=== fetch_redirect_unit ===
Fig. 1: fetch_redirect_unit, sequential cells grouped by signal name
Other sequential cells in the stronger gray, the rest of the logic in the fainter gray.
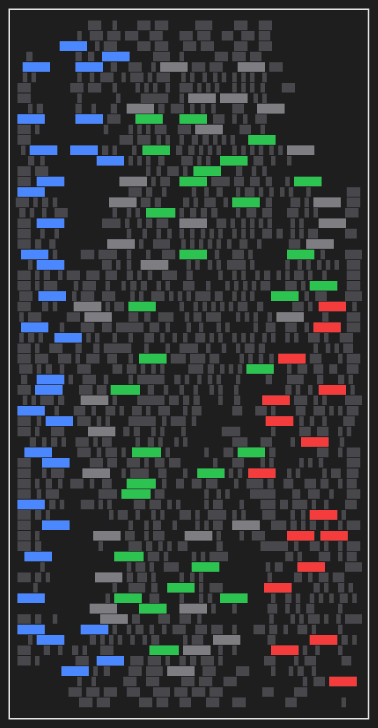

## src/rtl/fetch_redirect_unit.sv

```systemverilog
// IF-stage PC and IF/ID register with one-bubble taken-branch redirect; pc advances each unstalled cycle.
// Stall holds PC and IF/ID; an accepted branch overrides stall, and the redirect waits in FLUSH while stalled.
module fetch_redirect_unit (
  input  logic        clk,
  input  logic        reset,
  input  logic [31:0] target_addr,
  input  logic        branch_taken,
  input  logic        stall,
  input  logic [31:0] instr_in,
  output logic [31:0] pc,
  output logic [31:0] ifid_instr,
  output logic [31:0] ifid_pc4,
  output logic        ifid_valid,
  output logic        flushing,
  output logic [15:0] branch_count
);

  typedef enum logic {RUN = 1'b0, FLUSH = 1'b1} state_t;

  state_t      state;
  state_t      stateNext;
  logic [31:0] pcNext;
  logic [31:0] instrNext;
  logic [31:0] pc4Next;
  logic        validNext;
  logic [15:0] countNext;
  logic [31:0] pcPlus4;
  logic        accept;
  logic        unusedTargetLow;

  assign pcPlus4         = pc + 32'd4;
  assign accept          = (state == RUN) && branch_taken && ifid_valid;
  assign flushing        = (state == FLUSH);
  assign unusedTargetLow = ^target_addr[1:0];

  always_comb begin
    stateNext = state;
    pcNext    = pc;
    instrNext = ifid_instr;
    pc4Next   = ifid_pc4;
    validNext = ifid_valid;
    countNext = branch_count;
    case (state)
      RUN: begin
        if (accept) begin
          // Squash the wrong-path instruction already in IF/ID.
          pcNext    = {target_addr[31:2], 2'b00};
          instrNext = 32'h0;
          validNext = 1'b0;
          countNext = (branch_count == 16'hFFFF) ? branch_count : branch_count + 16'd1;
          stateNext = FLUSH;
        end else if (!stall) begin
          pcNext    = pcPlus4;
          instrNext = instr_in;
          pc4Next   = pcPlus4;
          validNext = 1'b1;
        end
      end
      FLUSH: begin
        if (!stall) begin
          pcNext    = pcPlus4;
          instrNext = instr_in;
          pc4Next   = pcPlus4;
          validNext = 1'b1;
          stateNext = RUN;
        end
      end
      default: stateNext = RUN;
    endcase
  end

  always_ff @(posedge clk) begin
    if (reset) begin
      state        <= RUN;
      pc           <= 32'h0;
      ifid_instr   <= 32'h0;
      ifid_pc4     <= 32'h0;
      ifid_valid   <= 1'b0;
      branch_count <= 16'h0;
    end else begin
      state        <= stateNext;
      pc           <= pcNext;
      ifid_instr   <= instrNext;
      ifid_pc4     <= pc4Next;
      ifid_valid   <= validNext;
      branch_count <= countNext;
    end
  end

endmodule
```

## config.mk

```make
export PLATFORM = sky130hd
export DESIGN_NAME = fetch_redirect_unit
export DESIGN_NICKNAME = d
export VERILOG_FILES = /design/src/rtl/fetch_redirect_unit.sv
export SDC_FILE = /design/constraint.sdc
export NUM_CORES = 1
export LEC_CHECK = 0
export ABC_AREA = 1
export CAP_MARGIN = 0
export CELL_PAD_IN_SITES_DETAIL_PLACEMENT = 1
export CELL_PAD_IN_SITES_GLOBAL_PLACEMENT = 1
export CORE_ASPECT_RATIO = 2
export CORE_UTILIZATION = 32
export CTS_BUF_LIST = sky130_fd_sc_hd__clkbuf_8
export DETAILED_ROUTE_END_ITERATION = 6
export PLACE_DENSITY = 0.84
export SYNTH_ARGS = -nofsm -noshare
export SYNTH_HDL_FRONTEND = slang
export SYNTH_SLANG_ARGS = --single-unit
```

## constraint.sdc

```tcl
create_clock -name clk -period 1.8 [get_ports clk]
set_clock_uncertainty 0.1 [all_clocks]
set_input_delay 0.18 -clock clk [delete_from_list [all_inputs] [get_ports clk]]
set_output_delay 0.18 -clock clk [all_outputs]
set_load 0.02 [all_outputs]
```

=== layer_sequencer ===
==> src/rtl/layer_sequencer.sv <==
//------------------------------------------------------------------------------
// layer_sequencer
// Steps one fully-connected layer pass through the address generator and the
// neuron ALU. For each neuron: clear the accumulator, stream the operand reads,
// wait out the ALU pipeline, then strobe the result write.
// Rev 1.0 - initial release
//------------------------------------------------------------------------------
`default_nettype none

module layer_sequencer #(
  parameter int N_INPUTS    = 4,
  parameter int N_NEURONS   = 3,
  parameter int ALU_LATENCY = 1,
  localparam int NW = (N_NEURONS > 1) ? $clog2(N_NEURONS) : 1,
  localparam int IW = (N_INPUTS > 1) ? $clog2(N_INPUTS) : 1
) (
  input  logic          clk,
  input  logic          reset,
  input  logic          start,
  input  logic          stall,
  input  logic          abort,
  output logic          AG_rst,
  output logic          AG_read,
  output logic          ALU_rst,
  output logic          ALU_forget,
  output logic          out_we,
  output logic [NW-1:0] neuron_idx,
  output logic [IW-1:0] in_idx,
  output logic          busy,
  output logic          done
);

  // Drain counter is wide enough for ALU_LATENCY; kept at 1 bit when latency is 0.
  localparam int DW = (ALU_LATENCY > 0) ? $clog2(ALU_LATENCY + 1) : 1;

  localparam logic [IW-1:0] IN_LAST    = IW'(N_INPUTS - 1);
  localparam logic [NW-1:0] NEUR_LAST  = NW'(N_NEURONS - 1);
  localparam logic [DW-1:0] DRAIN_LOAD = DW'((ALU_LATENCY > 0) ? ALU_LATENCY - 1 : 0);

  typedef enum logic [2:0] {
    S_IDLE  = 3'd0,
    S_INIT  = 3'd1,
    S_CLEAR = 3'd2,
    S_ACCUM = 3'd3,
    S_DRAIN = 3'd4,
    S_WRITE = 3'd5,
    S_DONE  = 3'd6
  } state_t;

  state_t          state;
  state_t          state_nxt;
  logic [DW-1:0]   drain_cnt;
  logic            read_en;
  logic            last_read;

  // An operand is consumed on every non-stalled ACCUM cycle.
  assign read_en   = (state == S_ACCUM) && !stall;
  assign last_read = read_en && (in_idx == IN_LAST);

  // State register; reset forces IDLE immediately.
  always_ff @(posedge clk or negedge reset) begin
    if (!reset) begin
      state <= S_IDLE;
    end else begin
      state <= state_nxt;
    end
  end

  // Next-state decode; abort overrides every other transition outside IDLE.
  always_comb begin
    state_nxt = state;
    case (state)
      S_IDLE:  if (start) state_nxt = S_INIT;
      S_INIT:  state_nxt = S_CLEAR;
      S_CLEAR: state_nxt = S_ACCUM;
      S_ACCUM: if (last_read) state_nxt = (ALU_LATENCY == 0) ? S_WRITE : S_DRAIN;
      S_DRAIN: if (drain_cnt == '0) state_nxt = S_WRITE;
      S_WRITE: state_nxt = (neuron_idx == NEUR_LAST) ? S_DONE : S_CLEAR;
      S_DONE:  state_nxt = S_IDLE;
      default: state_nxt = S_IDLE;
    endcase
    if (abort && (state != S_IDLE)) begin
      state_nxt = S_IDLE;
    end
  end

  // Operand, neuron and drain counters; all clear in IDLE and on abort.
  always_ff @(posedge clk or negedge reset) begin
    if (!reset) begin
      in_idx     <= '0;
      neuron_idx <= '0;
      drain_cnt  <= '0;
    end else if (abort || (state == S_IDLE)) begin
      in_idx     <= '0;
      neuron_idx <= '0;
      drain_cnt  <= '0;
    end else begin
      case (state)
        S_CLEAR: in_idx <= '0;
        S_ACCUM: begin
          if (last_read) begin
            in_idx    <= '0;
            drain_cnt <= DRAIN_LOAD;
          end else if (read_en) begin
            in_idx <= in_idx + 1'b1;
          end
        end
        S_DRAIN: if (drain_cnt != '0) drain_cnt <= drain_cnt - 1'b1;
        S_WRITE: if (neuron_idx != NEUR_LAST) neuron_idx <= neuron_idx + 1'b1;
        S_DONE:  neuron_idx <= '0;
        default: ;
      endcase
    end
  end

  // Output decode from state. Besides the stall gating of AG_read, abort masks
  // the write strobe and done in the cycle it cancels the pass, so an aborted
  // WRITE or DONE cycle never commits anything.
  always_comb begin
    AG_rst     = 1'b0;
    AG_read    = 1'b0;
    ALU_rst    = 1'b0;
    ALU_forget = 1'b0;
    out_we     = 1'b0;
    busy       = 1'b1;
    done       = 1'b0;
    case (state)
      S_IDLE: begin
        AG_rst  = 1'b1;
        ALU_rst = 1'b1;
        busy    = 1'b0;
      end
      S_INIT:  AG_rst     = 1'b1;
      S_CLEAR: ALU_forget = 1'b1;
      S_ACCUM: AG_read    = read_en;
      S_WRITE: out_we     = !abort;
      S_DONE:  done       = !abort;
      default: ;
    endcase
  end

endmodule

`default_nettype wire

==> config.mk <==
export PLATFORM = sky130hd
export DESIGN_NAME = layer_sequencer
export DESIGN_NICKNAME = d
export VERILOG_FILES = /design/src/rtl/layer_sequencer.sv
export SDC_FILE = /design/constraint.sdc
export NUM_CORES = 1
export LEC_CHECK = 0
export CAP_MARGIN = 10
export CORE_UTILIZATION = 35
export CTS_CLUSTER_DIAMETER = 40
export DETAILED_ROUTE_END_ITERATION = 10
export MAX_ROUTING_LAYER = met4
export PLACE_DENSITY = 0.58
export RECOVER_POWER = 25
export REMOVE_ABC_BUFFERS = 1
export SLEW_MARGIN = 10
export SYNTH_ARGS = -nofsm -noshare
export SYNTH_HDL_FRONTEND = slang
export SYNTH_SLANG_ARGS = --single-unit
==> constraint.sdc <==
create_clock -name clk -period 3.27 [get_ports clk]
set_input_delay 0.654 -clock clk [delete_from_list [all_inputs] [get_ports clk]]
set_output_delay 0.654 -clock clk [all_outputs]
set_load 0.05 [all_outputs]
Fig. 2: layer_sequencer, the metal 1 layer
Supply wires on this layer in gray.
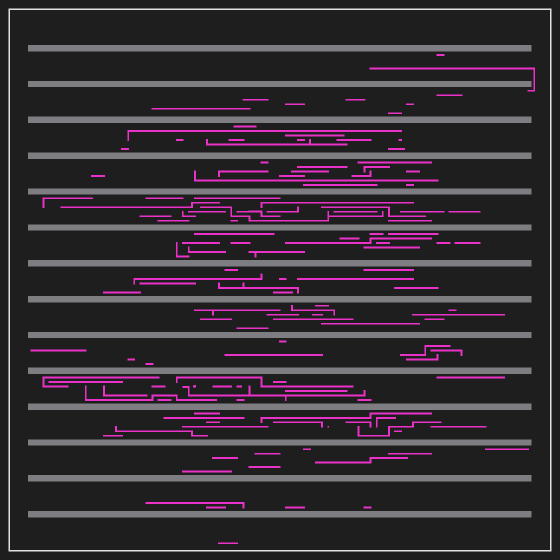
main direction: horizontal
share of all routed wire: 49%
longest straight run: 20.7 um
nets with wire on the layer: 70
wire length on this layer: 537 um
via count: 445
met1 usage: 0.2200
Post-Route WL: 1105 um

==> impl_metrics.ini, layer_sequencer <==
; flow metrics
[clock_tree]
clk_latency_ns = 0.26

[routing]
drt_iter0_markers = 5
top_layer = met4

[layout]
num-fill-cells = 137
largest_reg_flops = 3

[worst_setup_path]
crit_top_cell = clkdlybuf4s50_1
critPathSlowestCell = clkdlybuf4s50_1

[timing]
holdWs_ns = 0.5203
rsz0062_at_grt = no

[global_routing]
grt_pass1_wl_um = 1718

[floorplan]
n_tap_cell = 15
die_x_um = 40.98

[logic_synthesis]
ys_seq_frac = 0.3294
ys_cells = 54
ys_sh_simple = 0.3035
top_cells_by_area = dfrtp_1 33%, buf_6 6.4%, mux2i_1 5.6%
synth_async_sr_flop_share = 1.000

[run_status]
status = finished clean
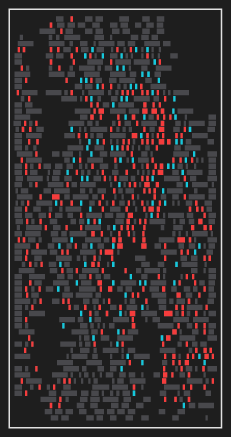
Fig. 3. Gate-type map (fetch_redirect_unit).
| family | color | cells |
|---|---|---|
| inverters | cyan | 96 |
| NAND gates | red | 303 |

About Fig. 1:
| netlist name | color | flops |
|---|---|---|
| ifid_instr | blue | 32 |
| branch_count | red | 16 |
| pc | green | 30 |
not colored: 32
seq pwr: 2.74 mW
register area: 2211 um2
Layout Utilization: 0.4854
flop share of the area: 0.2800

==> impl_metrics.ini, fetch_redirect_unit <==
; flow metrics
[layout]
nNonClkBuffers = 224
regMostFlops = ifid_instr
largestRegisters = ifid_instr: 32 flops, ifid_pc4: 30 flops, pc: 30 flops

[logic_synthesis]
yosys-top-cells-count = 256 x nand2_1, 112 x nor2_1, 110 x dfxtp_1
synth_cell_type_count = 32
synthMuxAreaShare = 0
synthesis.area_um2 = 5351
top_cell = nand2_1

[timing]
setup_violations = 0
holdWs_ns = 0.2379

[clock_tree]
cts_tree = done
clk_pin_slew_ns = 0.12

[worst_setup_path]
endpoint_kind = output pin
r2r_end = pc[23]
cp_max_fo = 5
crit_buf_inv = 2

[run_status]
status = finished clean

[routing]
wl_met2_um = 11040
wl_um = 18990
drt_iter0_markers = 176

[power]
p_int_mw = 3.797

==> layout pictures side by side <==
The clock network.
shot_01.png
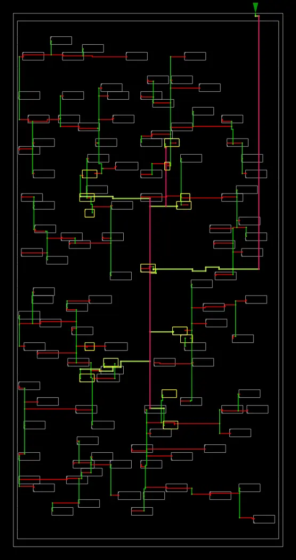
shot_02.png
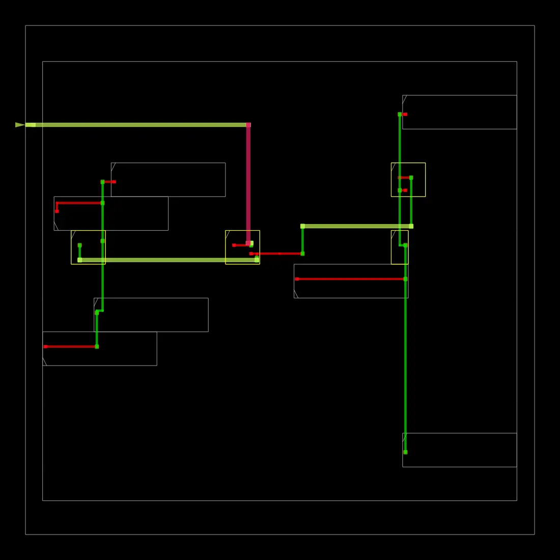
For layer_sequencer, see shot_02.png.
For fetch_redirect_unit, see shot_01.png.



==> gallery <==
Supply network.
Pins as bars on the die edge.
picture 1
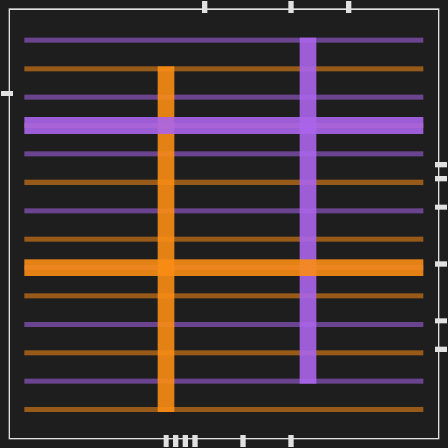
picture 2
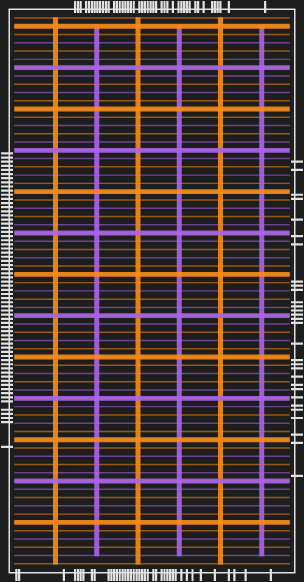
Of these, most pins: picture 2
- picture 2 = fetch_redirect_unit
- picture 1 = layer_sequencer

Key to picture 2:
| net | color |
|---|---|
| VDD | purple |
| VSS | orange |
rows: 66
met1 rails: 67

Power and IR drop assume default switching activity.
